######## dispatch_ctrl ########
**dispatch_ctrl: met3 routing**

(2 px per micron) Cells faint in the background.
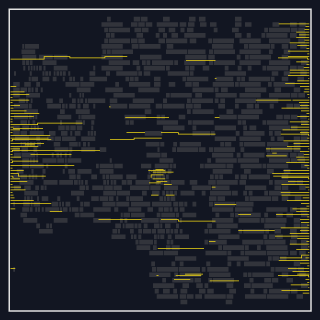

<file path="config.mk">
export PLATFORM = sky130hd
export DESIGN_NAME = dispatch_ctrl
export DESIGN_NICKNAME = d
export VERILOG_FILES = /design/src/rtl/dispatch_ctrl.sv
export SDC_FILE = /design/constraint.sdc
export NUM_CORES = 1
export LEC_CHECK = 0
export CORE_UTILIZATION = 33
export CTS_BUF_LIST = sky130_fd_sc_hd__clkbuf_16
export DETAILED_ROUTE_END_ITERATION = 7
export GPL_ROUTABILITY_DRIVEN = 0
export PLACE_DENSITY = 0.56
export SLEW_MARGIN = 40
export SYNTH_ARGS = -nofsm -noshare
export SYNTH_HDL_FRONTEND = slang
export SYNTH_SLANG_ARGS = --single-unit
</file>
<file path="constraint.sdc">
create_clock -name clk -period 6.2 [get_ports clk]
set_input_delay 0.93 -clock clk [delete_from_list [all_inputs] [get_ports clk]]
set_output_delay 0.93 -clock clk [all_outputs]
set_load 0.03 [all_outputs]
</file>
<file path="src/rtl/dispatch_ctrl.sv">
// Dispatch controller: packs incoming hypervector words into four per-core operand
// slots and sequences the update / fin / stream pulses that close each item set.
module dispatch_ctrl (
    input  logic        clk,
    input  logic        rst,
    input  logic        src_v,
    input  logic [31:0] src_d,
    input  logic        src_last,
    output logic        src_ready,
    output logic [31:0] core_data_1,
    output logic [31:0] core_data_2,
    output logic [31:0] core_data_3,
    output logic [31:0] core_data_4,
    output logic        update,
    output logic        last_update,
    output logic [4:0]  remainder,
    output logic        tmp_even,
    output logic [31:0] tmp_rand,
    output logic        get_fin,
    output logic        stream_v
);

    // state | meaning
    // FILL  | accepting words into slot cnt
    // ISSUE | one-cycle update pulse, slots stable
    // FIN   | one-cycle get_fin pulse after the final batch
    // OUT   | one-cycle stream_v pulse, set counters cleared
    typedef enum logic [1:0] {FILL, ISSUE, FIN, OUT} state_t;

    state_t      state;
    state_t      state_nxt;
    logic [1:0]  cnt;
    logic [31:0] slots [4];
    logic        last_q;
    logic [1:0]  rem_q;
    logic [15:0] total;
    logic        tmp_even_q;
    logic [31:0] lfsr;
    logic [31:0] lfsr_nxt;
    logic        accept;

    assign accept      = src_v & src_ready;
    assign core_data_1 = slots[0];
    assign core_data_2 = slots[1];
    assign core_data_3 = slots[2];
    assign core_data_4 = slots[3];
    assign tmp_rand    = lfsr;

    always_comb begin
        state_nxt   = state;
        src_ready   = 1'b0;
        update      = 1'b0;
        last_update = 1'b0;
        get_fin     = 1'b0;
        stream_v    = 1'b0;
        case (state)
            FILL: begin
                src_ready = 1'b1;
                if (accept && ((cnt == 2'd3) || src_last))
                    state_nxt = ISSUE;
            end
            ISSUE: begin
                update      = 1'b1;
                last_update = last_q;
                state_nxt   = last_q ? FIN : FILL;
            end
            FIN: begin
                get_fin   = 1'b1;
                state_nxt = OUT;
            end
            OUT: begin
                stream_v  = 1'b1;
                state_nxt = FILL;
            end
            default: state_nxt = FILL;
        endcase
    end

    always_comb begin
        remainder = last_update ? {3'b000, rem_q} : 5'd0;
        tmp_even  = last_update ? ~total[0] : tmp_even_q;
        lfsr_nxt  = {lfsr[30:0], lfsr[31] ^ lfsr[21] ^ lfsr[1] ^ lfsr[0]};
        // The feedback map is invertible, so zero is unreachable; the guard is defensive.
        if (lfsr_nxt == 32'h0)
            lfsr_nxt = 32'h1;
    end

    always_ff @(posedge clk) begin
        if (rst) begin
            state      <= FILL;
            cnt        <= 2'd0;
            last_q     <= 1'b0;
            rem_q      <= 2'd0;
            total      <= 16'd0;
            tmp_even_q <= 1'b0;
            lfsr       <= 32'h0000_0001;
            for (int i = 0; i < 4; i++)
                slots[i] <= 32'h0;
        end else begin
            state <= state_nxt;
            if (accept) begin
                cnt <= cnt + 2'd1;
                if (total != 16'hFFFF)
                    total <= total + 16'd1;
                // A set closing early zeroes the slots its final batch did not reach.
                for (int i = 0; i < 4; i++) begin
                    if (2'(i) == cnt)
                        slots[i] <= src_d;
                    else if (src_last && (i > int'(cnt)))
                        slots[i] <= 32'h0;
                end
                if (src_last) begin
                    last_q <= 1'b1;
                    rem_q  <= cnt + 2'd1;
                end
            end
            if (state == ISSUE) begin
                cnt    <= 2'd0;
                lfsr   <= lfsr_nxt;
                last_q <= 1'b0;
                if (last_q)
                    tmp_even_q <= ~total[0];
            end
            if (state == OUT)
                total <= 16'd0;
        end
    end

endmodule

</file>
######## accel_csr_q ########
### config.mk
export PLATFORM = sky130hd
export DESIGN_NAME = accel_csr_q
export DESIGN_NICKNAME = d
export VERILOG_FILES = /design/src/rtl/accel_csr_q.sv
export SDC_FILE = /design/constraint.sdc
export NUM_CORES = 2
export LEC_CHECK = 0
export CAP_MARGIN = 20
export CORE_MARGIN = 2
export CORE_UTILIZATION = 49
export DETAILED_ROUTE_END_ITERATION = 8
export PLACE_DENSITY = 0.71
export RECOVER_POWER = 25
export SYNTH_ARGS = -nofsm -noshare
export SYNTH_HDL_FRONTEND = slang
export SYNTH_SLANG_ARGS = --single-unit
### constraint.sdc
create_clock -name clk -period 3.9 [get_ports clk]
set_clock_uncertainty 0.15 [all_clocks]
set_input_delay 0.585 -clock clk [delete_from_list [all_inputs] [get_ports clk]]
set_output_delay 0.585 -clock clk [all_outputs]
set_load 0.05 [all_outputs]
### src/rtl/accel_csr_q.sv
// Accelerator CSR block: tile configuration registers, a snapshot job queue
// popped by the core over valid/ready, a maskable IRQ controller and result capture.
module accel_csr_q #(
  parameter int ADDR_W    = 8,
  parameter int QDEPTH    = 4,
  parameter int N_RESULT  = 4,
  parameter int N_EXT_IRQ = 2
) (
  input  logic                    clk,
  input  logic                    rst_n,
  input  logic                    csr_wen,
  input  logic                    csr_ren,
  input  logic [ADDR_W-1:0]       csr_addr,
  input  logic [31:0]             csr_wdata,
  output logic [31:0]             csr_rdata,
  input  logic                    core_busy,
  input  logic                    core_done_tile_pulse,
  input  logic [32*N_RESULT-1:0]  result_data,
  input  logic [N_EXT_IRQ-1:0]    ext_irq,
  output logic                    job_valid,
  input  logic                    job_ready,
  output logic [191:0]            job_cfg,
  output logic                    abort_pulse,
  output logic                    irq
);
  localparam int PW = (QDEPTH > 1) ? $clog2(QDEPTH) : 1;
  localparam int CW = $clog2(QDEPTH + 1);
  localparam int IW = 3 + N_EXT_IRQ;
  localparam logic [ADDR_W-1:0] A_CTRL  = ADDR_W'(32'h00);
  localparam logic [ADDR_W-1:0] A_QSTAT = ADDR_W'(32'h1C);
  localparam logic [ADDR_W-1:0] A_IST   = ADDR_W'(32'h20);
  localparam logic [ADDR_W-1:0] A_IEN   = ADDR_W'(32'h24);

  // cfg_q index: 0=M 1=N 2=K 3=Tm 4=Tn 5=Tk
  logic [31:0]   cfg_q    [6];
  logic [191:0]  mem_q    [QDEPTH];
  logic [31:0]   result_q [N_RESULT];
  logic [PW-1:0] wr_ptr_q, wr_ptr_d, rd_ptr_q, rd_ptr_d;
  logic [CW-1:0] count_q, count_d;
  logic [IW-1:0] irq_stat_q, irq_stat_d, irq_en_q, irq_en_d, ev, w1c;
  logic          job_valid_q, irq_q;
  logic [191:0]  job_cfg_q, head_d, snap;
  logic          ctrl_wr, abort_req, push_req, push_ok, pop, drained;
  logic          unused_ok;

  assign unused_ok = csr_ren ^ core_busy;

  // Handshake: a job transfers on every rising clk edge where job_valid && job_ready;
  // job_cfg holds while job_valid is high and job_ready is low.
  assign ctrl_wr   = csr_wen && (csr_addr == A_CTRL);
  assign abort_req = ctrl_wr && csr_wdata[1];
  assign push_req  = ctrl_wr && csr_wdata[0] && !csr_wdata[1];
  assign push_ok   = push_req && (count_q != CW'(QDEPTH)) &&
                     (cfg_q[3] != '0) && (cfg_q[4] != '0) && (cfg_q[5] != '0);
  assign pop       = job_valid_q && job_ready && !abort_req;
  assign drained   = pop && !push_ok && (count_q == CW'(1));
  assign snap      = {cfg_q[5], cfg_q[4], cfg_q[3], cfg_q[2], cfg_q[1], cfg_q[0]};

  always_comb begin
    wr_ptr_d = wr_ptr_q;
    rd_ptr_d = rd_ptr_q;
    count_d  = count_q;
    if (abort_req) begin
      wr_ptr_d = '0;
      rd_ptr_d = '0;
      count_d  = '0;
    end else begin
      if (push_ok) wr_ptr_d = wr_ptr_q + PW'(1);
      if (pop)     rd_ptr_d = rd_ptr_q + PW'(1);
      if (push_ok && !pop)      count_d = count_q + CW'(1);
      else if (pop && !push_ok) count_d = count_q - CW'(1);
    end
    // The entry being written this edge is not in mem_q yet, so bypass it to the head.
    head_d = mem_q[rd_ptr_d];
    if (push_ok && (wr_ptr_q == rd_ptr_d)) head_d = snap;
  end

  always_comb begin
    ev                 = '0;
    ev[0]              = core_done_tile_pulse;
    ev[1]              = drained;
    ev[2]              = push_req && !push_ok;
    ev[3 +: N_EXT_IRQ] = ext_irq;
    w1c        = (csr_wen && csr_addr == A_IST) ? csr_wdata[IW-1:0] : '0;
    irq_stat_d = (irq_stat_q & ~w1c) | ev;
    irq_en_d   = (csr_wen && csr_addr == A_IEN) ? csr_wdata[IW-1:0] : irq_en_q;
  end

  always_comb begin
    csr_rdata = 32'hDEADBEEF;
    case (csr_addr)
      A_CTRL:  csr_rdata = 32'h0;
      A_QSTAT: csr_rdata = {22'd0, count_q == '0, count_q == CW'(QDEPTH), 3'd0, 5'(count_q)};
      A_IST:   csr_rdata = 32'(irq_stat_q);
      A_IEN:   csr_rdata = 32'(irq_en_q);
      default: csr_rdata = 32'hDEADBEEF;
    endcase
    for (int i = 0; i < 6; i++)
      if (csr_addr == ADDR_W'(4 + 4 * i)) csr_rdata = cfg_q[i];
    for (int i = 0; i < N_RESULT; i++)
      if (csr_addr == ADDR_W'(128 + 4 * i)) csr_rdata = result_q[i];
  end

  always_ff @(posedge clk or negedge rst_n) begin
    if (!rst_n) begin
      for (int i = 0; i < 6; i++)        cfg_q[i]    <= '0;
      for (int i = 0; i < QDEPTH; i++)   mem_q[i]    <= '0;
      for (int i = 0; i < N_RESULT; i++) result_q[i] <= '0;
      wr_ptr_q    <= '0;
      rd_ptr_q    <= '0;
      count_q     <= '0;
      irq_stat_q  <= '0;
      irq_en_q    <= '0;
      job_valid_q <= 1'b0;
      job_cfg_q   <= '0;
      irq_q       <= 1'b0;
    end else begin
      for (int i = 0; i < 6; i++)
        if (csr_wen && csr_addr == ADDR_W'(4 + 4 * i)) cfg_q[i] <= csr_wdata;
      if (push_ok) mem_q[wr_ptr_q] <= snap;
      if (core_done_tile_pulse)
        for (int i = 0; i < N_RESULT; i++) result_q[i] <= result_data[32*i +: 32];
      wr_ptr_q    <= wr_ptr_d;
      rd_ptr_q    <= rd_ptr_d;
      count_q     <= count_d;
      irq_stat_q  <= irq_stat_d;
      irq_en_q    <= irq_en_d;
      job_valid_q <= (count_d != '0);
      job_cfg_q   <= (count_d != '0) ? head_d : '0;
      irq_q       <= |(irq_stat_d & irq_en_d);
    end
  end

  assign job_valid   = job_valid_q;
  assign job_cfg     = job_cfg_q;
  assign irq         = irq_q;
  assign abort_pulse = abort_req;
endmodule

**accel_csr_q: wiring heat map**

(1 px per micron) 35 x 35 tiles, from dark purple (low) to yellow (high), scaled to the fullest tile. Values are wire area over tile area, all layers added.
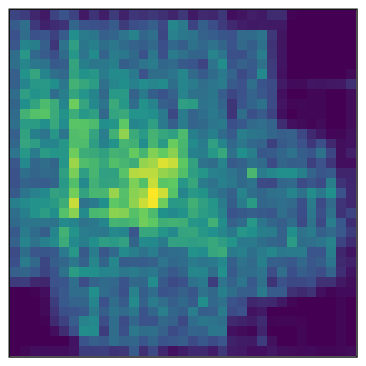
mean over tiles: 0.25
emptiest ninth of the die: north-east
nearly empty tiles: 12%
tiles over half the peak: 18%
fullest tile: 0.77
densest ninth of the die: centre
wire per inst: 27.1 microns
Via Count: 39835
total track usage: 30.0%
total routed wirelength: 180 mm

==> impl_metrics.tcl, accel_csr_q <==
# place-and-route summary
set metrics [dict create \
    setup_violations 0 \
    yosys.cell_count.top_type "dfrtp_1" \
    synth_top_area_share_pct 56.7 \
    largest_reg_flops 768 \
    fp_nets 4523 \
    cts_setup_buffers 5 \
    hpwl_mm 127 \
    hold_start "result_data[42]" \
    highest_layer "met5" \
    seq_power_uw 15500 \
    sh_comb_area_pct 33.0 \
    synth-seq-area-share_pct 56.7 \
    violations "max-capacitance violations, max-slew violations" \
    status "finished, violations left" \
    cp.depth 11 \
    synth-seq-cells 1299 \
    placedCellCount 6362 \
    p_sw_uw 14500 \
    critPathMaxFanout 11 \
    dominant_cells "registers" \
    final_max_slew_viol_count 159 \
    p_int_uw 27300 \
    inv_count 9 \
    std_cell_rows 125 \
    drv_cap 2 \
    fp_util_pct 49.4 \
    use_met1_pct 40.5 \
]
**dispatch_ctrl: drive-strength map**

(2 px per micron)
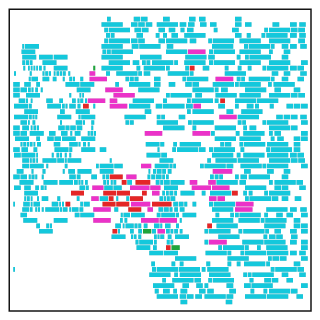
legend:
  _2 cells:
    colour: green
    cells: 3
    share: 0.38%
  _3 and _4 cells:
    colour: red
    cells: 21
    share: 2.6%
  _6 and larger:
    colour: magenta
    cells: 37
    share: 4.6%
  _0 and _1 cells:
    colour: cyan
    cells: 738
    share: 92%
Area Overhead vs Synth: 43.2%
final worst setup slack: 2.53 ns
fin area: 10400 sq um

About 'met3 routing' of dispatch_ctrl:
nets with wire on the layer: 169
share of all routed wire: 8.3%

==> impl_metrics.tcl, dispatch_ctrl <==
# place-and-route summary
set metrics [dict create \
    status "finished, final reports clean" \
    period_used_pct 59.1 \
    highest_layer "met4" \
    hold_start "rem_q[1]" \
    r2r-start "state[0]" \
    initialDrtViolationCount 257 \
    cts_setup_buffers 0 \
    grt_use_met3_pct 4.76 \
    seq_power_uw 1420 \
    hold_path_depth 2 \
    core_sq_um 21300 \
    root_buffer "clkbuf_16" \
    top_cells_by_area "edfxtp_1 53%, dfxtp_1 15%, and2_1 11%, nand2_1 3.7%, a21oi_1 3.5%" \
    ant_nets 0 \
    max_stage_delay_ns 0.70 \
    rsz0062_at_grt "no" \
    switching_share_pct 26.9 \
    total_power_uw 2920 \
    common_cells "131 x and2_1, 128 x edfxtp_1, 71 x nand2_1" \
    r2r_cells 5 \
    powerDensity_nw_per_um2 282 \
    seq_share_pct 47.9 \
    reg2reg_to "slots[3][20]" \
    warnings 29 \
    p_int_uw 2130 \
    path_delay_family "buffers and inverters" \
    setup_violations 0 \
    final_core_utilization_pct 48.7 \
    fp_util_pct 34.0 \
    port_buffers 203 \
    yosys.area.top_type "edfxtp_1" \
    ir_worst_vdd_mv 0.188 \
    async_reset_ff_share_pct 0 \
    finalHoldViolCount 0 \
]

==> screenshots <==
Placed cells, one colour a class.
(a)
(3 px per micron)
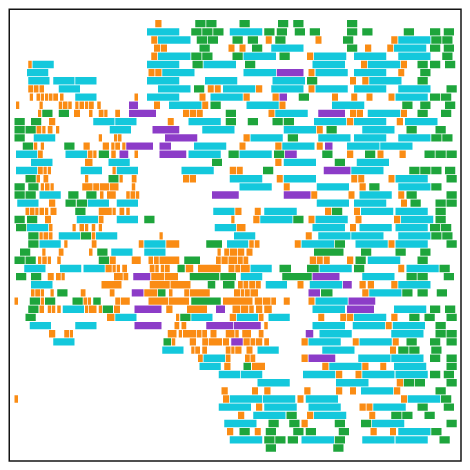
(b)
(1.5 px per micron)
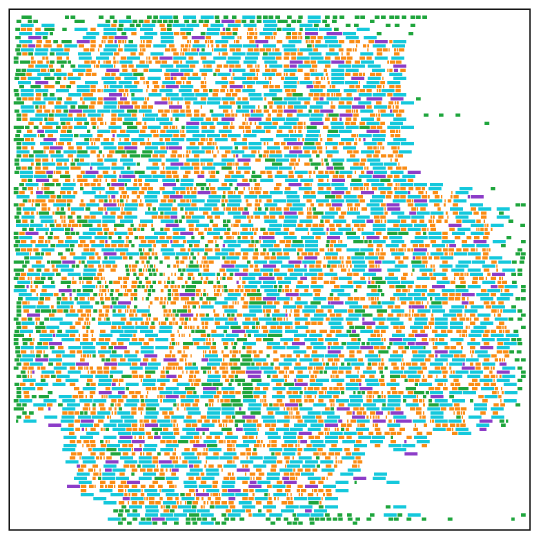
The one with the most sequential cells is (b).
The one with the largest die is (b).
accel_csr_q -> (b)
dispatch_ctrl -> (a)


######## alu_mc ########
===== src/rtl/alu_pkg.sv =====
// Shared opcode constants and FSM state encoding for the multi-cycle ALU.
package alu_pkg;
    localparam int CTRL_W = 4;

    localparam logic [CTRL_W-1:0] OP_AND  = 4'b0000;
    localparam logic [CTRL_W-1:0] OP_OR   = 4'b0001;
    localparam logic [CTRL_W-1:0] OP_ADD  = 4'b0010;
    localparam logic [CTRL_W-1:0] OP_SUB  = 4'b0110;
    localparam logic [CTRL_W-1:0] OP_NOR  = 4'b0111;
    localparam logic [CTRL_W-1:0] OP_SLT  = 4'b0100;
    localparam logic [CTRL_W-1:0] OP_MUL  = 4'b1000;
    localparam logic [CTRL_W-1:0] OP_DIVU = 4'b1001;
    localparam logic [CTRL_W-1:0] OP_REMU = 4'b1010;

    typedef enum logic [1:0] {
        IDLE = 2'd0,
        BUSY = 2'd1,
        DONE = 2'd2
    } state_t;
endpackage


===== src/rtl/alu_iter_unit.sv =====
// Iterative unsigned multiply (shift-add) and restoring divide (shift-subtract),
// one step per clock, WIDTH steps per operation.
module alu_iter_unit
    import alu_pkg::*;
#(
    parameter int WIDTH = 32
) (
    input  logic              clk,
    input  logic              rst,
    input  logic              start,
    input  logic [CTRL_W-1:0] op,
    input  logic [WIDTH-1:0]  a,
    input  logic [WIDTH-1:0]  b,
    output logic              done,
    output logic [WIDTH-1:0]  result
);
    localparam int CNT_W = $clog2(WIDTH + 1);

    // acc is the product for MUL and the partial remainder for DIVU/REMU;
    // opa is the multiplier (shifting right) or the quotient (shifting left).
    logic [WIDTH-1:0] acc, opa, opb;
    logic [CNT_W-1:0] cnt;
    logic             is_div, is_rem;
    logic [WIDTH:0]   shifted;
    logic             ge;
    logic [WIDTH-1:0] trial;

    always_comb begin
        shifted = {acc, opa[WIDTH-1]};
        ge      = shifted >= {1'b0, opb};
        trial   = shifted[WIDTH-1:0] - opb;
    end

    always_ff @(posedge clk) begin
        if (rst) begin
            acc    <= '0;
            opa    <= '0;
            opb    <= '0;
            cnt    <= '0;
            is_div <= 1'b0;
            is_rem <= 1'b0;
        end else if (start) begin
            acc    <= '0;
            opa    <= a;
            opb    <= b;
            cnt    <= CNT_W'(WIDTH);
            is_div <= (op == OP_DIVU) || (op == OP_REMU);
            is_rem <= (op == OP_REMU);
        end else if (cnt != '0) begin
            cnt <= cnt - 1'b1;
            if (is_div) begin
                // B==0 needs no special case: every step succeeds, so the
                // quotient fills with ones and A shifts whole into the remainder.
                acc <= ge ? trial : shifted[WIDTH-1:0];
                opa <= {opa[WIDTH-2:0], ge};
            end else begin
                if (opa[0]) acc <= acc + opb;
                opa <= opa >> 1;
                opb <= opb << 1;
            end
        end
    end

    assign done   = (cnt == '0);
    assign result = is_div ? (is_rem ? acc : opa) : acc;
endmodule


===== src/rtl/alu_mc.sv =====
// Multi-cycle ALU: single-cycle logic/arithmetic ops plus iterative MUL/DIVU/REMU,
// with valid/ready handshakes on both sides.
module alu_mc
    import alu_pkg::*;
#(
    parameter int WIDTH  = 32,
    parameter int CTRL_W = alu_pkg::CTRL_W
) (
    input  logic              clk,
    input  logic              rst,
    input  logic              in_valid,
    output logic              in_ready,
    input  logic [WIDTH-1:0]  ALU_src_1,
    input  logic [WIDTH-1:0]  ALU_src_2,
    input  logic [CTRL_W-1:0] ALU_control,
    output logic              out_valid,
    input  logic              out_ready,
    output logic [WIDTH-1:0]  ALU_out,
    output logic              zero,
    output logic              ovf,
    output logic              dbz
);
    state_t           state;
    logic             dbz_pend;
    logic             is_multi, is_div, start;
    logic [WIDTH-1:0] sum, diff, res_sc;
    logic             ovf_sc;
    logic             iter_done;
    logic [WIDTH-1:0] iter_result;

    always_comb begin
        sum      = ALU_src_1 + ALU_src_2;
        diff     = ALU_src_1 - ALU_src_2;
        is_div   = (ALU_control == OP_DIVU) || (ALU_control == OP_REMU);
        is_multi = is_div || (ALU_control == OP_MUL);
        start    = (state == IDLE) && in_valid && is_multi;
        res_sc   = '0;
        ovf_sc   = 1'b0;
        case (ALU_control)
            OP_AND: res_sc = ALU_src_1 & ALU_src_2;
            OP_OR:  res_sc = ALU_src_1 | ALU_src_2;
            OP_NOR: res_sc = ~(ALU_src_1 | ALU_src_2);
            OP_SLT: res_sc = {{(WIDTH-1){1'b0}}, $signed(ALU_src_1) < $signed(ALU_src_2)};
            OP_ADD: begin
                res_sc = sum;
                ovf_sc = (ALU_src_1[WIDTH-1] == ALU_src_2[WIDTH-1]) &&
                         (sum[WIDTH-1] != ALU_src_1[WIDTH-1]);
            end
            OP_SUB: begin
                res_sc = diff;
                ovf_sc = (ALU_src_1[WIDTH-1] != ALU_src_2[WIDTH-1]) &&
                         (diff[WIDTH-1] != ALU_src_1[WIDTH-1]);
            end
            default: res_sc = '0;
        endcase
    end

    alu_iter_unit #(.WIDTH(WIDTH)) u_iter (
        .clk    (clk),
        .rst    (rst),
        .start  (start),
        .op     (ALU_control),
        .a      (ALU_src_1),
        .b      (ALU_src_2),
        .done   (iter_done),
        .result (iter_result)
    );

    always_ff @(posedge clk) begin
        if (rst) begin
            state    <= IDLE;
            ALU_out  <= '0;
            ovf      <= 1'b0;
            dbz      <= 1'b0;
            dbz_pend <= 1'b0;
        end else begin
            case (state)
                IDLE: if (in_valid) begin
                    if (is_multi) begin
                        dbz_pend <= is_div && (ALU_src_2 == '0);
                        state    <= BUSY;
                    end else begin
                        ALU_out <= res_sc;
                        ovf     <= ovf_sc;
                        dbz     <= 1'b0;
                        state   <= DONE;
                    end
                end
                BUSY: if (iter_done) begin
                    ALU_out <= iter_result;
                    ovf     <= 1'b0;
                    dbz     <= dbz_pend;
                    state   <= DONE;
                end
                DONE: if (out_ready) state <= IDLE;
                default: state <= IDLE;
            endcase
        end
    end

    assign in_ready  = (state == IDLE);
    assign out_valid = (state == DONE);
    assign zero      = (ALU_out == '0);
endmodule


===== config.mk =====
export PLATFORM = sky130hd
export DESIGN_NAME = alu_mc
export DESIGN_NICKNAME = d
export VERILOG_FILES = /design/src/rtl/alu_pkg.sv /design/src/rtl/alu_iter_unit.sv /design/src/rtl/alu_mc.sv
export SDC_FILE = /design/constraint.sdc
export NUM_CORES = 1
export LEC_CHECK = 0
export ABC_AREA = 1
export CAP_MARGIN = 20
export CORE_MARGIN = 5
export CORE_UTILIZATION = 50
export CTS_BUF_LIST = sky130_fd_sc_hd__clkbuf_8
export DETAILED_ROUTE_END_ITERATION = 7
export PLACE_DENSITY_LB_ADDON = 0.1
export SLEW_MARGIN = 20
export SYNTH_ARGS = -nofsm -noshare
export SYNTH_HDL_FRONTEND = slang
export SYNTH_HIERARCHICAL = 1
export SYNTH_SLANG_ARGS = --single-unit

===== constraint.sdc =====
create_clock -name clk -period 5.49 [get_ports clk]
set_clock_uncertainty 0.05 [all_clocks]
set_input_delay 0.549 -clock clk [delete_from_list [all_inputs] [get_ports clk]]
set_output_delay 0.549 -clock clk [all_outputs]
set_load 0.01 [all_outputs]

######## rob_commit_unit ########
$ cat src/rtl/rob_pkg.sv
// Shared types for the in-order retirement stage.
// Head-entry bundle, commit FSM states and flag bit positions.
package rob_pkg;

  localparam int XLEN   = 64;
  localparam int FLAG_W = 4;

  // Flag vector layout: {negative, zero, overflow, carry_out}
  localparam int FLAG_C = 0;
  localparam int FLAG_V = 1;
  localparam int FLAG_Z = 2;
  localparam int FLAG_N = 3;

  typedef enum logic [1:0] {
    RUN        = 2'd0,
    STORE_WAIT = 2'd1,
    FLUSH      = 2'd2
  } commit_state_e;

  typedef struct packed {
    logic              valid;
    logic              done;
    logic              reg_write;
    logic [4:0]        rd;
    logic [XLEN-1:0]   value;
    logic              save_cond;
    logic [FLAG_W-1:0] flags;
    logic              is_store;
    logic [XLEN-1:0]   st_addr;
    logic [XLEN-1:0]   st_data;
    logic              mispredict;
    logic [XLEN-1:0]   target;
  } rob_entry_t;

endpackage

$ cat src/rtl/rob_commit_unit_fsm.sv
// Commit FSM: RUN / STORE_WAIT / FLUSH state register plus the
// pop and store-request decisions.
// Ports: clk, reset_ni (sync, active-low), rdy_i (head valid&done),
//   store_i, mis_i, mem_ack_i -> pop_o, st_start_o, mem_req_o.
module commit_fsm
  import rob_pkg::*;
(
  input  logic clk,
  input  logic reset_ni,
  input  logic rdy_i,
  input  logic store_i,
  input  logic mis_i,
  input  logic mem_ack_i,
  output logic pop_o,
  output logic st_start_o,
  output logic mem_req_o
);

  commit_state_e state_q, state_d;
  logic          req_q, req_d;
  logic          pop;

  always_comb begin
    state_d    = state_q;
    req_d      = req_q;
    pop        = 1'b0;
    st_start_o = 1'b0;
    unique case (state_q)
      RUN: begin
        if (rdy_i) begin
          if (store_i) begin
            st_start_o = 1'b1;
            req_d      = 1'b1;
            state_d    = STORE_WAIT;
          end else begin
            pop = 1'b1;
            if (mis_i) state_d = FLUSH;
          end
        end
      end
      STORE_WAIT: begin
        // ack only counts while a request is outstanding
        if (mem_ack_i && req_q) begin
          pop     = 1'b1;
          req_d   = 1'b0;
          state_d = RUN;
        end
      end
      FLUSH: begin
        // ROB is clearing: retire nothing this cycle
        state_d = RUN;
      end
      default: begin
        state_d = RUN;
        req_d   = 1'b0;
      end
    endcase
  end

  // combinational pop is forced low while reset is held
  assign pop_o     = pop & reset_ni;
  assign mem_req_o = req_q;

  always_ff @(posedge clk) begin
    if (!reset_ni) begin
      state_q <= RUN;
      req_q   <= 1'b0;
    end else begin
      state_q <= state_d;
      req_q   <= req_d;
    end
  end

endmodule

$ cat src/rtl/rob_commit_unit.sv
// In-order retirement: commits ROB head to regfile, flags, memory;
// raises a one-cycle flush with redirect PC on a mispredict.
// Ports: clk, reset (sync, active-low), head_* entry fields,
//   rob_pop, rf_*, flags_*, mem_* store port, flush, redirect_pc,
//   retired_count.
module rob_commit_unit
  import rob_pkg::*;
#(
  parameter int ROBsize = 8,
  parameter int DATA_W  = 64,
  parameter int ADDR_W  = 64
) (
  input  logic              clk,
  input  logic              reset,
  input  logic              head_valid,
  input  logic              head_done,
  input  logic              head_regWrite,
  input  logic [4:0]        head_rd,
  input  logic [DATA_W-1:0] head_value,
  input  logic              head_saveCond,
  input  logic [3:0]        head_flags,
  input  logic              head_isStore,
  input  logic [ADDR_W-1:0] head_stAddr,
  input  logic [DATA_W-1:0] head_stData,
  input  logic              head_mispredict,
  input  logic [ADDR_W-1:0] head_target,
  output logic              rob_pop,
  output logic              rf_we,
  output logic [4:0]        rf_waddr,
  output logic [DATA_W-1:0] rf_wdata,
  output logic              flags_we,
  output logic [3:0]        flags_o,
  output logic              mem_req,
  output logic [ADDR_W-1:0] mem_addr,
  output logic [DATA_W-1:0] mem_wdata,
  input  logic              mem_ack,
  output logic              flush,
  output logic [ADDR_W-1:0] redirect_pc,
  output logic [31:0]       retired_count
);

  if ((ROBsize & (ROBsize - 1)) != 0 ||
      DATA_W > XLEN || ADDR_W > XLEN) begin : g_bad_cfg
    $error("rob_commit_unit: unsupported parameters");
  end

  rob_entry_t head;

  always_comb begin
    head            = '0;
    head.valid      = head_valid;
    head.done       = head_done;
    head.reg_write  = head_regWrite;
    head.rd         = head_rd;
    head.value      = XLEN'(head_value);
    head.save_cond  = head_saveCond;
    head.flags      = head_flags;
    head.is_store   = head_isStore;
    head.st_addr    = XLEN'(head_stAddr);
    head.st_data    = XLEN'(head_stData);
    head.mispredict = head_mispredict;
    head.target     = XLEN'(head_target);
  end

  logic pop;
  logic st_start;

  commit_fsm u_fsm (
    .clk        (clk),
    .reset_ni   (reset),
    .rdy_i      (head.valid & head.done),
    .store_i    (head.is_store),
    .mis_i      (head.mispredict),
    .mem_ack_i  (mem_ack),
    .pop_o      (pop),
    .st_start_o (st_start),
    .mem_req_o  (mem_req)
  );

  assign rob_pop = pop;

  logic              rf_we_q, rf_we_d;
  logic [4:0]        waddr_q;
  logic [DATA_W-1:0] wdata_q;
  logic              fwe_q, fwe_d;
  logic [3:0]        flags_q, flags_d;
  logic [ADDR_W-1:0] maddr_q;
  logic [DATA_W-1:0] mdata_q;
  logic              flush_q, flush_d;
  logic [ADDR_W-1:0] redir_q;
  logic [31:0]       cnt_q, cnt_d;

  always_comb begin
    flags_d         = '0;
    flags_d[FLAG_N] = head.flags[FLAG_N];
    flags_d[FLAG_Z] = head.flags[FLAG_Z];
    flags_d[FLAG_V] = head.flags[FLAG_V];
    flags_d[FLAG_C] = head.flags[FLAG_C];
    rf_we_d = pop & head.reg_write;
    fwe_d   = pop & head.save_cond;
    // stores are never mispredicted branches
    flush_d = pop & head.mispredict & ~head.is_store;
    cnt_d   = cnt_q + {31'd0, pop};
  end

  always_ff @(posedge clk) begin
    if (!reset) begin
      rf_we_q <= 1'b0;
      waddr_q <= '0;
      wdata_q <= '0;
      fwe_q   <= 1'b0;
      flags_q <= '0;
      maddr_q <= '0;
      mdata_q <= '0;
      flush_q <= 1'b0;
      redir_q <= '0;
      cnt_q   <= '0;
    end else begin
      rf_we_q <= rf_we_d;
      fwe_q   <= fwe_d;
      flush_q <= flush_d;
      cnt_q   <= cnt_d;
      if (pop) begin
        waddr_q <= head.rd;
        wdata_q <= head.value[DATA_W-1:0];
        flags_q <= flags_d;
      end
      if (flush_d) redir_q <= head.target[ADDR_W-1:0];
      // address/data frozen for the whole request
      if (st_start) begin
        maddr_q <= head.st_addr[ADDR_W-1:0];
        mdata_q <= head.st_data[DATA_W-1:0];
      end
    end
  end

  assign rf_we         = rf_we_q;
  assign rf_waddr      = waddr_q;
  assign rf_wdata      = wdata_q;
  assign flags_we      = fwe_q;
  assign flags_o       = flags_q;
  assign mem_addr      = maddr_q;
  assign mem_wdata     = mdata_q;
  assign flush         = flush_q;
  assign redirect_pc   = redir_q;
  assign retired_count = cnt_q;

endmodule

$ cat config.mk
export PLATFORM = sky130hd
export DESIGN_NAME = rob_commit_unit
export DESIGN_NICKNAME = d
export VERILOG_FILES = /design/src/rtl/rob_pkg.sv /design/src/rtl/rob_commit_unit_fsm.sv /design/src/rtl/rob_commit_unit.sv
export SDC_FILE = /design/constraint.sdc
export NUM_CORES = 1
export LEC_CHECK = 0
export CAP_MARGIN = 15
export CORE_AREA = 2 2 222 224
export DETAILED_ROUTE_END_ITERATION = 16
export DIE_AREA = 0 0 224 226
export PLACE_DENSITY_LB_ADDON = 0.3
export SLEW_MARGIN = 20
export SYNTH_ARGS = -nofsm -noshare
export SYNTH_HDL_FRONTEND = slang
export SYNTH_SLANG_ARGS = --single-unit
$ cat constraint.sdc
create_clock -name clk -period 2.9 [get_ports clk]
set_input_delay 0.29 -clock clk [delete_from_list [all_inputs] [get_ports clk]]
set_output_delay 0.29 -clock clk [all_outputs]
set_load 0.05 [all_outputs]
######## shift_seq ########
==> src/rtl/shift_seq.sv <==
// Sequencer for the shared 16-bit shifter: accepts one shift/rotate/LUI request at a
// time, runs one or two passes through the external shifter and returns the result.
module shift_seq #(
    parameter int WIDTH = 16
) (
    input  logic             clk,
    input  logic             reset_n,
    input  logic             start_valid,
    output logic             start_ready,
    input  logic [2:0]       op,
    input  logic [3:0]       amount,
    input  logic [WIDTH-1:0] data_in,
    output logic [WIDTH-1:0] sh_in,
    output logic [4:0]       sh_amount,
    output logic             sh_lui,
    input  logic [WIDTH-1:0] sh_out,
    output logic [WIDTH-1:0] result,
    output logic             result_valid,
    input  logic             result_ready,
    output logic             busy
);

    typedef enum logic [1:0] {
        IDLE  = 2'b00,
        PASS1 = 2'b01,
        PASS2 = 2'b10,
        DONE  = 2'b11
    } state_t;

    localparam logic [2:0] OP_SLL = 3'b000;
    localparam logic [2:0] OP_SRL = 3'b001;
    localparam logic [2:0] OP_ROL = 3'b010;
    localparam logic [2:0] OP_ROR = 3'b011;
    localparam logic [2:0] OP_LUI = 3'b100;

    state_t           state_q, state_d;
    logic [WIDTH-1:0] opnd_q, opnd_d;
    logic [WIDTH-1:0] acc_q, acc_d;
    logic [2:0]       op_q, op_d;
    logic [3:0]       k_q, k_d;
    logic             is_rot;

    assign is_rot = (op_q == OP_ROL) || (op_q == OP_ROR);

    always_ff @(posedge clk or negedge reset_n) begin
        if (!reset_n) begin
            state_q <= IDLE;
            opnd_q  <= '0;
            acc_q   <= '0;
            op_q    <= '0;
            k_q     <= '0;
        end else begin
            // NOTE: sequential state uses <= so every register samples pre-edge values.
            state_q <= state_d;
            opnd_q  <= opnd_d;
            acc_q   <= acc_d;
            op_q    <= op_d;
            k_q     <= k_d;
        end
    end

    always_comb begin
        // NOTE: every output of this block is defaulted first, so no path infers a latch.
        state_d = state_q;
        opnd_d  = opnd_q;
        acc_d   = acc_q;
        op_d    = op_q;
        k_d     = k_q;
        unique case (state_q)
            IDLE: begin
                if (start_valid) begin
                    state_d = PASS1;
                    opnd_d  = data_in;
                    op_d    = op;
                    // A right rotate by k is a left rotate by (16-k) mod 16.
                    k_d     = (op == OP_ROR) ? (4'd0 - amount) : amount;
                    acc_d   = '0;
                end
            end
            PASS1: begin
                acc_d   = sh_out;
                state_d = is_rot ? PASS2 : DONE;
            end
            PASS2: begin
                acc_d   = acc_q | sh_out;
                state_d = DONE;
            end
            DONE: begin
                if (result_ready) state_d = IDLE;
            end
            default: state_d = IDLE;
        endcase
    end

    // Shifter drive is decoded purely from registered state.
    always_comb begin
        sh_in     = '0;
        sh_amount = 5'd0;
        sh_lui    = 1'b0;
        unique case (state_q)
            PASS1: begin
                sh_in = opnd_q;
                unique case (op_q)
                    OP_SLL, OP_ROL, OP_ROR: sh_amount = {1'b0, k_q};
                    OP_SRL:                 sh_amount = 5'd0 - {1'b0, k_q};
                    OP_LUI:                 sh_lui    = 1'b1;
                    default:                sh_amount = 5'd0;
                endcase
            end
            PASS2: begin
                // Right shift by 16-k; k=0 becomes -16, which the shifter zeroes.
                sh_in     = opnd_q;
                sh_amount = {1'b1, k_q};
            end
            default: ;
        endcase
    end

    assign start_ready  = (state_q == IDLE);
    assign busy         = (state_q != IDLE);
    assign result_valid = (state_q == DONE);
    assign result       = acc_q;

endmodule

==> config.mk <==
export PLATFORM = sky130hd
export DESIGN_NAME = shift_seq
export DESIGN_NICKNAME = d
export VERILOG_FILES = /design/src/rtl/shift_seq.sv
export SDC_FILE = /design/constraint.sdc
export NUM_CORES = 1
export LEC_CHECK = 0
export ABC_AREA = 0
export CAP_MARGIN = 10
export CORE_MARGIN = 3
export CORE_UTILIZATION = 43
export CTS_CLUSTER_DIAMETER = 50
export DETAILED_ROUTE_END_ITERATION = 7
export PLACE_DENSITY = 0.85
export SKIP_CTS_REPAIR_TIMING = 1
export SYNTH_ARGS = -nofsm -noshare
export SYNTH_HDL_FRONTEND = slang
export SYNTH_SLANG_ARGS = --single-unit
==> constraint.sdc <==
create_clock -name clk -period 2.6 [get_ports clk]
set_input_delay 0.78 -clock clk [delete_from_list [all_inputs] [get_ports clk]]
set_output_delay 0.78 -clock clk [all_outputs]
set_load 0.05 [all_outputs]
######## otp_auth_ctrl_flat ########
`config.mk`:
```
export PLATFORM = sky130hd
export DESIGN_NAME = otp_auth_ctrl_flat
export DESIGN_NICKNAME = d
export VERILOG_FILES = /design/src/rtl/otp_auth_pkg.sv /design/src/rtl/otp_auth_ctrl_if.sv /design/src/rtl/otp_digit_buffer.sv /design/src/rtl/otp_auth_ctrl.sv /design/src/flat_wrapper.sv
export SDC_FILE = /design/constraint.sdc
export NUM_CORES = 1
export LEC_CHECK = 0
export ABC_AREA = 1
export ABC_CLOCK_PERIOD_IN_PS = 2070
export CAP_MARGIN = 10
export CORE_MARGIN = 1
export CORE_UTILIZATION = 57
export DETAILED_ROUTE_END_ITERATION = 8
export PLACE_DENSITY_LB_ADDON = 0.08
export SKIP_LAST_GASP = 1
export SYNTH_ARGS = -nofsm -noshare
export SYNTH_HDL_FRONTEND = slang
export SYNTH_SLANG_ARGS = --single-unit
```
`constraint.sdc`:
```
create_clock -name clk -period 2.07 [get_ports clk]
set_input_delay 0.414 -clock clk [delete_from_list [all_inputs] [get_ports clk]]
set_output_delay 0.414 -clock clk [all_outputs]
set_load 0.01 [all_outputs]
```
`src/rtl/otp_auth_pkg.sv`:
```
// Shared types and default constants for the OTP authentication controller.
// State encoding, default parameter values and the timer-width helper live here.
package otp_auth_pkg;

   typedef enum logic [2:0] {
      IDLE,
      GEN,
      ENTER,
      CHECK,
      GRANT,
      LOCKOUT,
      EXPIRED
   } state_t;

   localparam int unsigned     DEF_NUM_DIGITS    = 4;
   localparam int unsigned     DEF_DIGIT_W       = 4;
   localparam longint unsigned DEF_EXPIRE_CYCLES = 64'd2_500_000_000;
   localparam longint unsigned DEF_HOLD_CYCLES   = 64'd250_000_000;
   localparam int unsigned     DEF_MAX_ATTEMPTS  = 3;

   // One timer serves both the entry window and the hold periods.
   function automatic int unsigned tmr_width(longint unsigned a, longint unsigned b);
      longint unsigned m;
      m = (a > b) ? a : b;
      return (m < 64'd2) ? 1 : $clog2(m);
   endfunction

endpackage

```
`src/rtl/otp_auth_ctrl_if.sv`:
```
// Signal bundle between the OTP controller (slave) and its code source / keypad
// side (master). Widths must match the parameters of the attached otp_auth_ctrl.
interface otp_auth_ctrl_if
   import otp_auth_pkg::*;
#(
   parameter int unsigned NUM_DIGITS   = DEF_NUM_DIGITS,
   parameter int unsigned DIGIT_W      = DEF_DIGIT_W,
   parameter int unsigned MAX_ATTEMPTS = DEF_MAX_ATTEMPTS
);
   localparam int unsigned CODE_W = NUM_DIGITS * DIGIT_W;
   localparam int unsigned ATT_W  = $clog2(MAX_ATTEMPTS + 1);

   logic [CODE_W-1:0]  lfsr_code;
   logic               lfsr_latch;
   logic [DIGIT_W-1:0] user_digit;
   logic               user_latch;
   logic               user_bksp;
   logic               unlock;
   logic               reset_sys;
   logic               expired;
   logic [ATT_W-1:0]   wrng_atmpt;
   logic [CODE_W-1:0]  otp;
   logic [CODE_W-1:0]  user_otp_out;

   modport master (
      output lfsr_code, lfsr_latch, user_digit, user_latch, user_bksp,
      input  unlock, reset_sys, expired, wrng_atmpt, otp, user_otp_out
   );

   modport slave (
      input  lfsr_code, lfsr_latch, user_digit, user_latch, user_bksp,
      output unlock, reset_sys, expired, wrng_atmpt, otp, user_otp_out
   );

endinterface

```
`src/rtl/otp_digit_buffer.sv`:
```
// Entered-digit storage with write index, backspace and clear; digit 0 is
// presented in the MSBs of the flattened output, unentered digits read 0.
module otp_digit_buffer #(
   parameter int unsigned NUM_DIGITS = 4,
   parameter int unsigned DIGIT_W    = 4,
   parameter int unsigned IDX_W      = (NUM_DIGITS > 1) ? $clog2(NUM_DIGITS) : 1
) (
   input  logic                          clk,
   input  logic                          reset,
   input  logic                          clr,
   input  logic                          wr,
   input  logic                          bksp,
   input  logic [DIGIT_W-1:0]            din,
   output logic [IDX_W-1:0]              idx,
   output logic [NUM_DIGITS*DIGIT_W-1:0] dout
);
   localparam logic [IDX_W-1:0] IDX_LAST = IDX_W'(NUM_DIGITS - 1);

   logic [DIGIT_W-1:0] digits [NUM_DIGITS];

   always_ff @(posedge clk or negedge reset) begin
      if (!reset) begin
         for (int unsigned i = 0; i < NUM_DIGITS; i++) digits[i] <= '0;
         idx <= '0;
      end else if (clr) begin
         for (int unsigned i = 0; i < NUM_DIGITS; i++) digits[i] <= '0;
         idx <= '0;
      end else if (bksp) begin
         if (idx != '0) begin
            idx                    <= idx - 1'b1;
            digits[idx - 1'b1]     <= '0;
         end
      end else if (wr) begin
         digits[idx] <= din;
         // Index parks at 0 once full; the buffer is always cleared before reuse.
         idx         <= (idx == IDX_LAST) ? '0 : idx + 1'b1;
      end
   end

   always_comb begin
      dout = '0;
      for (int unsigned i = 0; i < NUM_DIGITS; i++)
         dout[(NUM_DIGITS-1-i)*DIGIT_W +: DIGIT_W] = digits[i];
   end

endmodule

```
`src/rtl/otp_auth_ctrl.sv`:
```
// OTP authentication controller: captures a generated code, collects digits within
// a timed window, grants / locks out / expires. Define OTP_BACKSPACE_EN for backspace.
module otp_auth_ctrl
   import otp_auth_pkg::*;
#(
   parameter int unsigned     NUM_DIGITS    = DEF_NUM_DIGITS,
   parameter int unsigned     DIGIT_W       = DEF_DIGIT_W,
   parameter longint unsigned EXPIRE_CYCLES = DEF_EXPIRE_CYCLES,
   parameter longint unsigned HOLD_CYCLES   = DEF_HOLD_CYCLES,
   parameter int unsigned     MAX_ATTEMPTS  = DEF_MAX_ATTEMPTS
) (
   input logic            clk,
   input logic            reset,
   otp_auth_ctrl_if.slave bus
);
   localparam int unsigned CODE_W = NUM_DIGITS * DIGIT_W;
   localparam int unsigned IDX_W  = (NUM_DIGITS > 1) ? $clog2(NUM_DIGITS) : 1;
   localparam int unsigned ATT_W  = $clog2(MAX_ATTEMPTS + 1);
   localparam int unsigned TMR_W  = tmr_width(EXPIRE_CYCLES, HOLD_CYCLES);

   localparam logic [TMR_W-1:0] EXP_LAST  = TMR_W'(EXPIRE_CYCLES - 64'd1);
   localparam logic [TMR_W-1:0] HOLD_LAST = TMR_W'(HOLD_CYCLES - 64'd1);
   localparam logic [ATT_W-1:0] ATT_LAST  = ATT_W'(MAX_ATTEMPTS - 1);
   localparam logic [ATT_W-1:0] ATT_MAX   = ATT_W'(MAX_ATTEMPTS);
   localparam logic [IDX_W-1:0] IDX_LAST  = IDX_W'(NUM_DIGITS - 1);

   state_t             state;
   logic [TMR_W-1:0]   timer;
   logic [CODE_W-1:0]  otp_q;
   logic [CODE_W-1:0]  buf_out;
   logic [ATT_W-1:0]   wrng_q;
   logic [IDX_W-1:0]   idx;
   logic               unlock_q, reset_sys_q, expired_q;
   logic               expire_now, in_hold, hold_done, code_match;
   logic               buf_wr, buf_bksp, buf_clr, digit_last;

   assign expire_now = (state == ENTER) && (timer == EXP_LAST);
   assign in_hold    = (state == GRANT) || (state == LOCKOUT) || (state == EXPIRED);
   assign hold_done  = in_hold && (timer == HOLD_LAST);
   assign code_match = (otp_q == buf_out);

`ifdef OTP_BACKSPACE_EN
   // A backspace at index 0 is treated as absent, so a coincident digit still lands.
   assign buf_bksp = (state == ENTER) && !expire_now && bus.user_bksp && (idx != '0);
`else
   logic bksp_unused;
   assign bksp_unused = bus.user_bksp;
   assign buf_bksp    = 1'b0;
`endif

   assign buf_wr     = (state == ENTER) && !expire_now && bus.user_latch && !buf_bksp;
   assign digit_last = buf_wr && (idx == IDX_LAST);
   assign buf_clr    = (state == IDLE) || hold_done ||
                       ((state == CHECK) && !code_match && (wrng_q != ATT_LAST));

   otp_digit_buffer #(
      .NUM_DIGITS (NUM_DIGITS),
      .DIGIT_W    (DIGIT_W),
      .IDX_W      (IDX_W)
   ) u_buf (
      .clk  (clk),
      .reset(reset),
      .clr  (buf_clr),
      .wr   (buf_wr),
      .bksp (buf_bksp),
      .din  (bus.user_digit),
      .idx  (idx),
      .dout (buf_out)
   );

   always_ff @(posedge clk or negedge reset) begin
      if (!reset) begin
         state       <= IDLE;
         timer       <= '0;
         otp_q       <= '0;
         wrng_q      <= '0;
         unlock_q    <= 1'b0;
         reset_sys_q <= 1'b0;
         expired_q   <= 1'b0;
      end else begin
         unique case (state)
            IDLE: begin
               otp_q  <= '0;
               timer  <= '0;
               wrng_q <= '0;
               state  <= GEN;
            end
            GEN: begin
               if (bus.lfsr_latch) begin
                  otp_q <= bus.lfsr_code;
                  timer <= '0;
                  state <= ENTER;
               end
            end
            ENTER: begin
               if (expire_now) begin
                  timer     <= '0;
                  expired_q <= 1'b1;
                  state     <= EXPIRED;
               end else begin
                  timer <= timer + 1'b1;
                  if (digit_last) state <= CHECK;
               end
            end
            CHECK: begin
               if (code_match) begin
                  timer    <= '0;
                  unlock_q <= 1'b1;
                  state    <= GRANT;
               end else if (wrng_q == ATT_LAST) begin
                  timer       <= '0;
                  wrng_q      <= ATT_MAX;
                  reset_sys_q <= 1'b1;
                  state       <= LOCKOUT;
               end else begin
                  wrng_q <= wrng_q + 1'b1;
                  state  <= ENTER;
               end
            end
            GRANT, LOCKOUT, EXPIRED: begin
               // Clearing on exit as well makes the IDLE cycle itself read all-zero.
               if (hold_done) begin
                  timer       <= '0;
                  otp_q       <= '0;
                  wrng_q      <= '0;
                  unlock_q    <= 1'b0;
                  reset_sys_q <= 1'b0;
                  expired_q   <= 1'b0;
                  state       <= IDLE;
               end else begin
                  timer <= timer + 1'b1;
               end
            end
            default: state <= IDLE;
         endcase
      end
   end

   assign bus.unlock       = unlock_q;
   assign bus.reset_sys    = reset_sys_q;
   assign bus.expired      = expired_q;
   assign bus.wrng_atmpt   = wrng_q;
   assign bus.otp          = otp_q;
   assign bus.user_otp_out = buf_out;

endmodule

```
`src/flat_wrapper.sv`:
```
// flat-port wrapper written by rule: the top's interface ports become plain ports
module otp_auth_ctrl_flat import otp_auth_pkg::*;
#(
   parameter int unsigned     NUM_DIGITS    = DEF_NUM_DIGITS,
   parameter int unsigned     DIGIT_W       = DEF_DIGIT_W,
   parameter longint unsigned EXPIRE_CYCLES = DEF_EXPIRE_CYCLES,
   parameter longint unsigned HOLD_CYCLES   = DEF_HOLD_CYCLES,
   parameter int unsigned     MAX_ATTEMPTS  = DEF_MAX_ATTEMPTS
)
  (clk, reset, bus_lfsr_code, bus_lfsr_latch, bus_user_digit, bus_user_latch, bus_user_bksp, bus_unlock, bus_reset_sys, bus_expired, bus_wrng_atmpt, bus_otp, bus_user_otp_out);
  otp_auth_ctrl_if #(.NUM_DIGITS(NUM_DIGITS), .DIGIT_W(DIGIT_W), .MAX_ATTEMPTS(MAX_ATTEMPTS)) bus_i ();
  input logic clk;
  input logic reset;
  input wire logic [$bits(bus_i.lfsr_code)-1:0] bus_lfsr_code;
  input wire logic [$bits(bus_i.lfsr_latch)-1:0] bus_lfsr_latch;
  input wire logic [$bits(bus_i.user_digit)-1:0] bus_user_digit;
  input wire logic [$bits(bus_i.user_latch)-1:0] bus_user_latch;
  input wire logic [$bits(bus_i.user_bksp)-1:0] bus_user_bksp;
  output wire logic [$bits(bus_i.unlock)-1:0] bus_unlock;
  output wire logic [$bits(bus_i.reset_sys)-1:0] bus_reset_sys;
  output wire logic [$bits(bus_i.expired)-1:0] bus_expired;
  output wire logic [$bits(bus_i.wrng_atmpt)-1:0] bus_wrng_atmpt;
  output wire logic [$bits(bus_i.otp)-1:0] bus_otp;
  output wire logic [$bits(bus_i.user_otp_out)-1:0] bus_user_otp_out;
  assign bus_i.lfsr_code = bus_lfsr_code;
  assign bus_i.lfsr_latch = bus_lfsr_latch;
  assign bus_i.user_digit = bus_user_digit;
  assign bus_i.user_latch = bus_user_latch;
  assign bus_i.user_bksp = bus_user_bksp;
  assign bus_unlock = bus_i.unlock;
  assign bus_reset_sys = bus_i.reset_sys;
  assign bus_expired = bus_i.expired;
  assign bus_wrng_atmpt = bus_i.wrng_atmpt;
  assign bus_otp = bus_i.otp;
  assign bus_user_otp_out = bus_i.user_otp_out;
  otp_auth_ctrl #(.NUM_DIGITS(NUM_DIGITS), .DIGIT_W(DIGIT_W), .EXPIRE_CYCLES(EXPIRE_CYCLES), .HOLD_CYCLES(HOLD_CYCLES), .MAX_ATTEMPTS(MAX_ATTEMPTS)) u_core (.clk(clk), .reset(reset), .bus(bus_i));
endmodule
```
**shift_seq: the clock network**

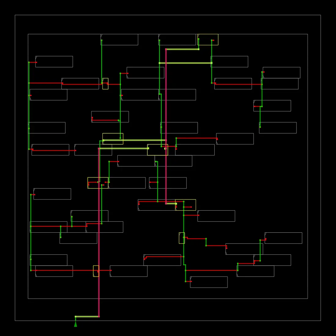
clock sinks: 41
flop count: 41
Worst-Skew Late Latency: 0.29 ns
CLK BUF: 8

==> impl_metrics.tcl, shift_seq <==
# place-and-route summary
set metrics [dict create \
    finalClockSkew_ns 0.00617 \
    hpwl_mm 4.11 \
    grt_max_degree 42 \
    place_congestion 0.841 \
    register_area_sq_um 1030 \
    cts_buffers 5 \
    dr_total_vias 1817 \
    use_met1_pct 24.0 \
    ys_sh_mux_pct 10.8 \
    yosys_warnings 0 \
    violations "negative setup slack" \
    die_area_sq_um 5690 \
    status "finished, violations left" \
    setup_violations 1 \
    fin_ws_ns -0.0314 \
    crit_end "sh_amount[2]" \
]
**alu_mc: placed cells, one colour a class**

(2 px per micron)
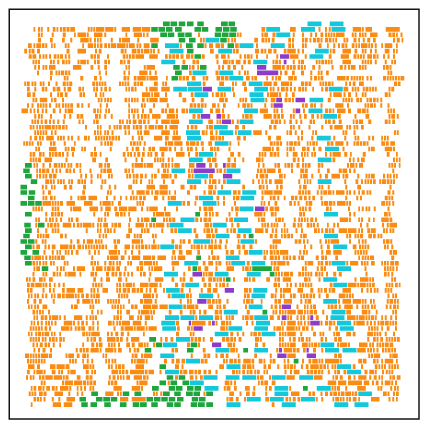
legend:
  clock drivers and dummy loads:
    colour: purple
    cells: 32
    share_of_their_area: 2.0%
  sequential cells:
    colour: cyan
    cells: 141
    share_of_their_area: 14%
  remaining buffers and delay cells:
    colour: green
    cells: 120
    share_of_their_area: 6.0%
  combinational and other logic:
    colour: orange
    cells: 3085
    share_of_their_area: 78%

**alu_mc: wiring heat map**

(2 px per micron) 20 x 20 tiles, from dark purple (low) to yellow (high), scaled to the fullest tile. Values are wire area over tile area, all layers added.
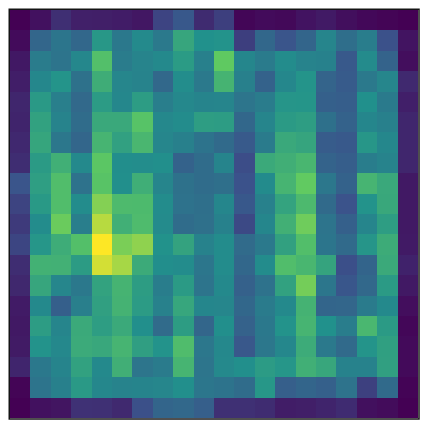
fullest tile: 0.73
densest ninth of the die: west
mean over tiles: 0.30
wire per inst: 19.3 microns
total track usage: 35.1%
Via Count: 22085
total routed wirelength: 75.0 mm

==> impl_metrics.tcl, alu_mc <==
# place-and-route summary
set metrics [dict create \
    top_cells_by_area "nand2_1 21%, dfxtp_1 15%, ha_1 11%, inv_1 11%, nand3_1 6.5%" \
    placedCellCount 3856 \
    inv_count 582 \
    setup_tns_ns 0 \
    grt_max_degree 71 \
    hold_path.class "reg2reg" \
    cts_buffers 17 \
    rsz0062_at_grt "no" \
    placed_area_sq_um 20000 \
    core_sq_um 37400 \
    cp-end-kind "flop" \
    status "finished, final reports clean" \
    path_delay_family "simple AND/OR/NAND/NOR gates" \
    nNetsFinal 3614 \
    cp.buffers_inverters 1 \
    grt_use_met3_pct 3.65 \
    drt-vias-per-instance 5.68 \
    first_pass_iters 6 \
    syn2layout_area_growth_pct 8.16 \
    met2_usage_pct 60.1 \
    syn_area_sq_um 18800 \
    crit_type "reg2reg" \
    ys_sh_mux_pct 0.0598 \
    ys_types 53 \
    antennaDiodeCount 0 \
]
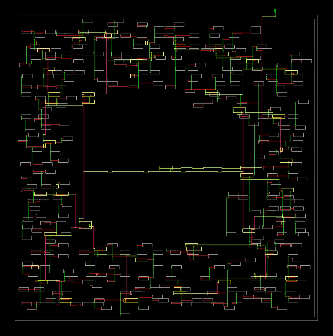
**Above:** rob_commit_unit (the clock network).
Worst-Skew Late Latency: 0.53 ns

**rob_commit_unit: placed cells, one colour a class**

(2 px per micron)
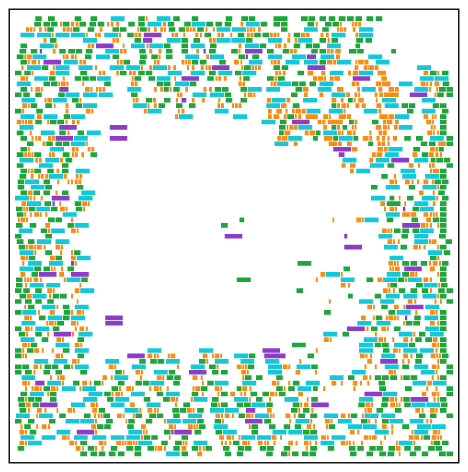
legend:
  combinational and other logic:
    colour: orange
    cells: 941
    share_of_their_area: 27%
  sequential cells:
    colour: cyan
    cells: 303
    share_of_their_area: 34%
  clock drivers and dummy loads:
    colour: purple
    cells: 56
    share_of_their_area: 6.2%
  remaining buffers and delay cells:
    colour: green
    cells: 600
    share_of_their_area: 33%

==> impl_metrics.tcl, rob_commit_unit <==
# place-and-route summary
set metrics [dict create \
    status "finished, final reports clean" \
    seq_share_pct 32.2 \
    dominant_cells "registers" \
    warnings 31 \
    inv_count 79 \
    rrSetupSlack_ns 0.32 \
    min_to "u_fsm.state_q[1]" \
    place_congestion 0.810 \
    cp-end-kind "flop" \
    compound_area_share_pct 16.7 \
    finalInstanceArea_sq_um 18900 \
    common_cells "398 x nand2_1, 303 x dfxtp_1, 191 x a21boi_0" \
    ys_types 37 \
    die_area_sq_um 50600 \
    xor_share_pct 2.01 \
    synth-edff-count 0 \
    drt-total-wl_mm 39.7 \
    synth-seq-area-share_pct 53.6 \
    non_clock_buffer_count 600 \
    finalClockSkew_ns 0.00775 \
    use_met1_pct 17.2 \
    top_cells_by_area "dfxtp_1 54%, nand2_1 13%, a21boi_0 13%, nand3_1 3.9%, o21ai_0 3.5%" \
    grt_usage_pct 15.0 \
    hpwl_mm 29.0 \
    wl_met2_mm 19.2 \
    met2_usage_pct 25.8 \
    ant_nets 0 \
    nNetsFinal 2159 \
    clkbuf_count 51 \
    first_pass_iters 4 \
]
**otp_auth_ctrl_flat: placed cells, one colour a class**

(4 px per micron)
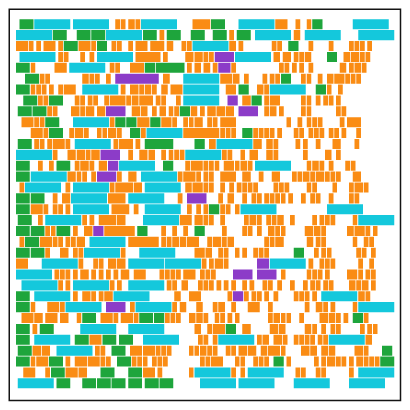
legend:
  clock drivers and dummy loads:
    colour: purple
    cells: 16
    share_of_their_area: 3.3%
  sequential cells:
    colour: cyan
    cells: 74
    share_of_their_area: 30%
  remaining buffers and delay cells:
    colour: green
    cells: 88
    share_of_their_area: 14%
  combinational and other logic:
    colour: orange
    cells: 678
    share_of_their_area: 52%

**otp_auth_ctrl_flat: the clock network**

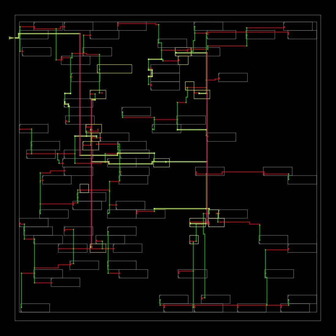
CLK BUF: 9
clock sinks: 74
flop count: 74
CTS Buf Count: 9

==> impl_metrics.tcl, otp_auth_ctrl_flat <==
# place-and-route summary
set metrics [dict create \
    synthFlopType "dfrtp_1" \
    overflow 0 \
    worstSkewPairLatency_ns 0.37 \
    final_max_slew_viol_count 0 \
    crit_chain "a21oi_2, nand3_1, nor2_1, nor2_1, buf_4, nand4_1, nand2_1" \
    grt_use_met3_pct 3.02 \
    lay_top_cells "304 x nand2_1, 87 x inv_1, 82 x nor2_1, 74 x dfrtp_1, 59 x clkdlybuf4s50_1" \
    buffer_area_share_pct 13.4 \
    period_needed_ns 1.93 \
    final_cells 964 \
    cts_htree_levels 3 \
    dominant_cells "logic gates" \
    ys_area_sq_um 5190 \
    setup_tns_ns 0 \
    synth_cells 776 \
    status "finished, final reports clean" \
    synth-seq-area-share_pct 35.7 \
    place_ws_ns 0.0851 \
    async_reset_ff_share_pct 100 \
    warnings 30 \
    ys_cells 776 \
    fin_ws_ns 0.143 \
    yosys.area.top_type "dfrtp_1" \
    largest_reg_flops 32 \
    r2r_cells 7 \
    xor_share_pct 3.71 \
    grt_usage_pct 31.7 \
    finalHoldViolCount 0 \
    rsz0062_at_grt "no" \
]

## Gallery

Met3 routing.
Plate I
(4 px per micron) Cells faint in the background.
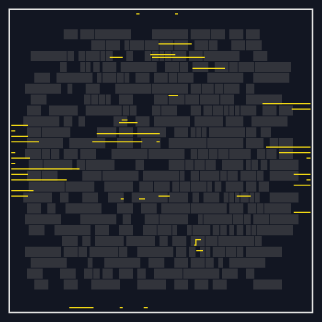
Plate II
(2 px per micron) Cells faint in the background.
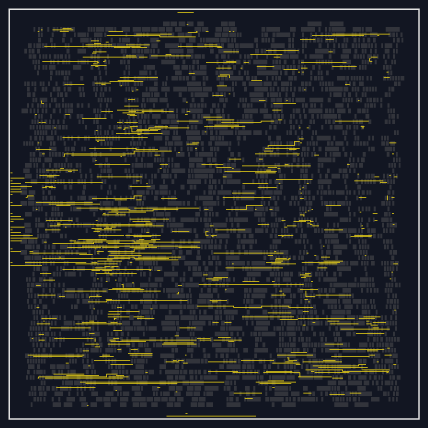
Plate III
(4 px per micron) Cells faint in the background.
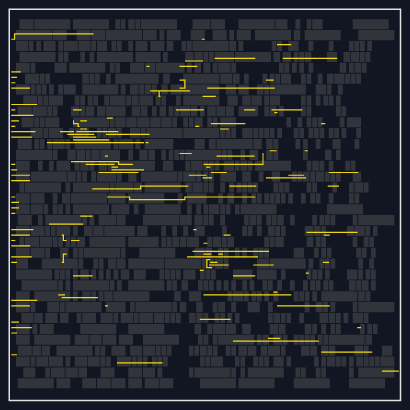
Plate IV
(1.5 px per micron) Cells faint in the background.
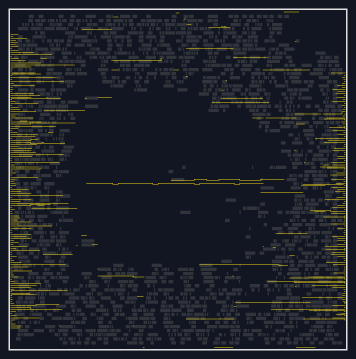
rob_commit_unit -> Plate IV
otp_auth_ctrl_flat -> Plate III
shift_seq -> Plate I
alu_mc -> Plate II
- largest die: Plate IV
- smallest die: Plate I

Key to Plate II:
nets with wire on the layer: 377
wire length on this layer: 4840 microns
longest straight run: 71.8 microns



## Gallery

Drive-strength map.
image #1
(1.5 px per micron)
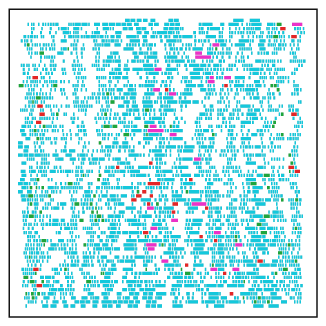
image #2
(4 px per micron)
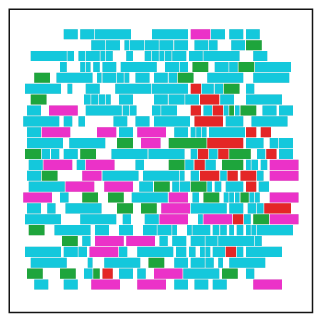
image #3
(3 px per micron)
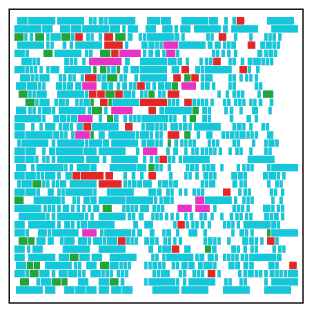
- image #3 = otp_auth_ctrl_flat
- image #1 = alu_mc
- image #2 = shift_seq
- fewest cells: image #2
- smallest die: image #2

Key to image #2:
legend:
  _0 and _1 cells:
    colour: cyan
    cells: 207
    share: 72%
  _3 and _4 cells:
    colour: red
    cells: 20
    share: 7.0%
  _2 cells:
    colour: green
    cells: 33
    share: 11%
  _6 and larger:
    colour: magenta
    cells: 27
    share: 9.4%


==> gallery <==
Wiring heat map.
shot_01.png
(2 px per micron) 30 x 30 tiles, from dark purple (low) to yellow (high), scaled to the fullest tile. Values are wire area over tile area, all layers added.
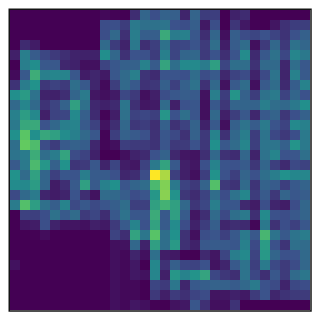
shot_02.png
(4 px per micron) 15 x 15 tiles, from dark purple (low) to yellow (high), scaled to the fullest tile. Values are wire area over tile area, all layers added.
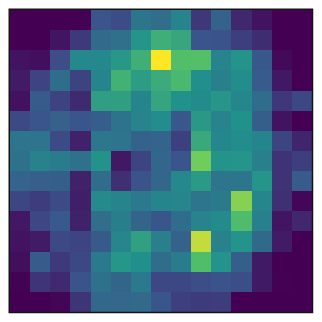
shot_03.png
(1.5 px per micron) 22 x 23 tiles, from dark purple (low) to yellow (high), scaled to the fullest tile. Values are wire area over tile area, all layers added.
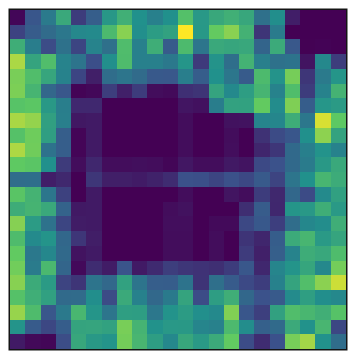
shot_04.png
(4 px per micron) 19 x 19 tiles, from dark purple (low) to yellow (high), scaled to the fullest tile. Values are wire area over tile area, all layers added.
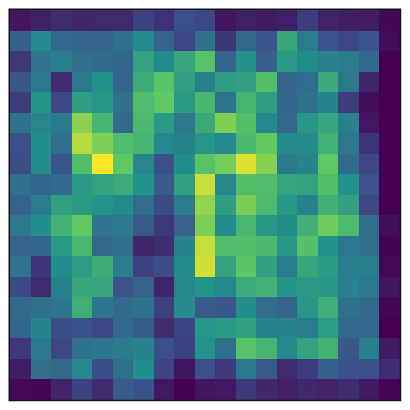
The one with the smallest die is shot_02.png.
The one with the largest die is shot_03.png.
| from | picture |
|---|---|
| rob_commit_unit | shot_03.png |
| shift_seq | shot_02.png |
| otp_auth_ctrl_flat | shot_04.png |
| dispatch_ctrl | shot_01.png |

Key to shot_03.png:
tiles over half the peak: 32%
mean over tiles: 0.13
emptiest ninth of the die: centre

Power figures rest on the tool's default switching activity, not on a simulated workload.
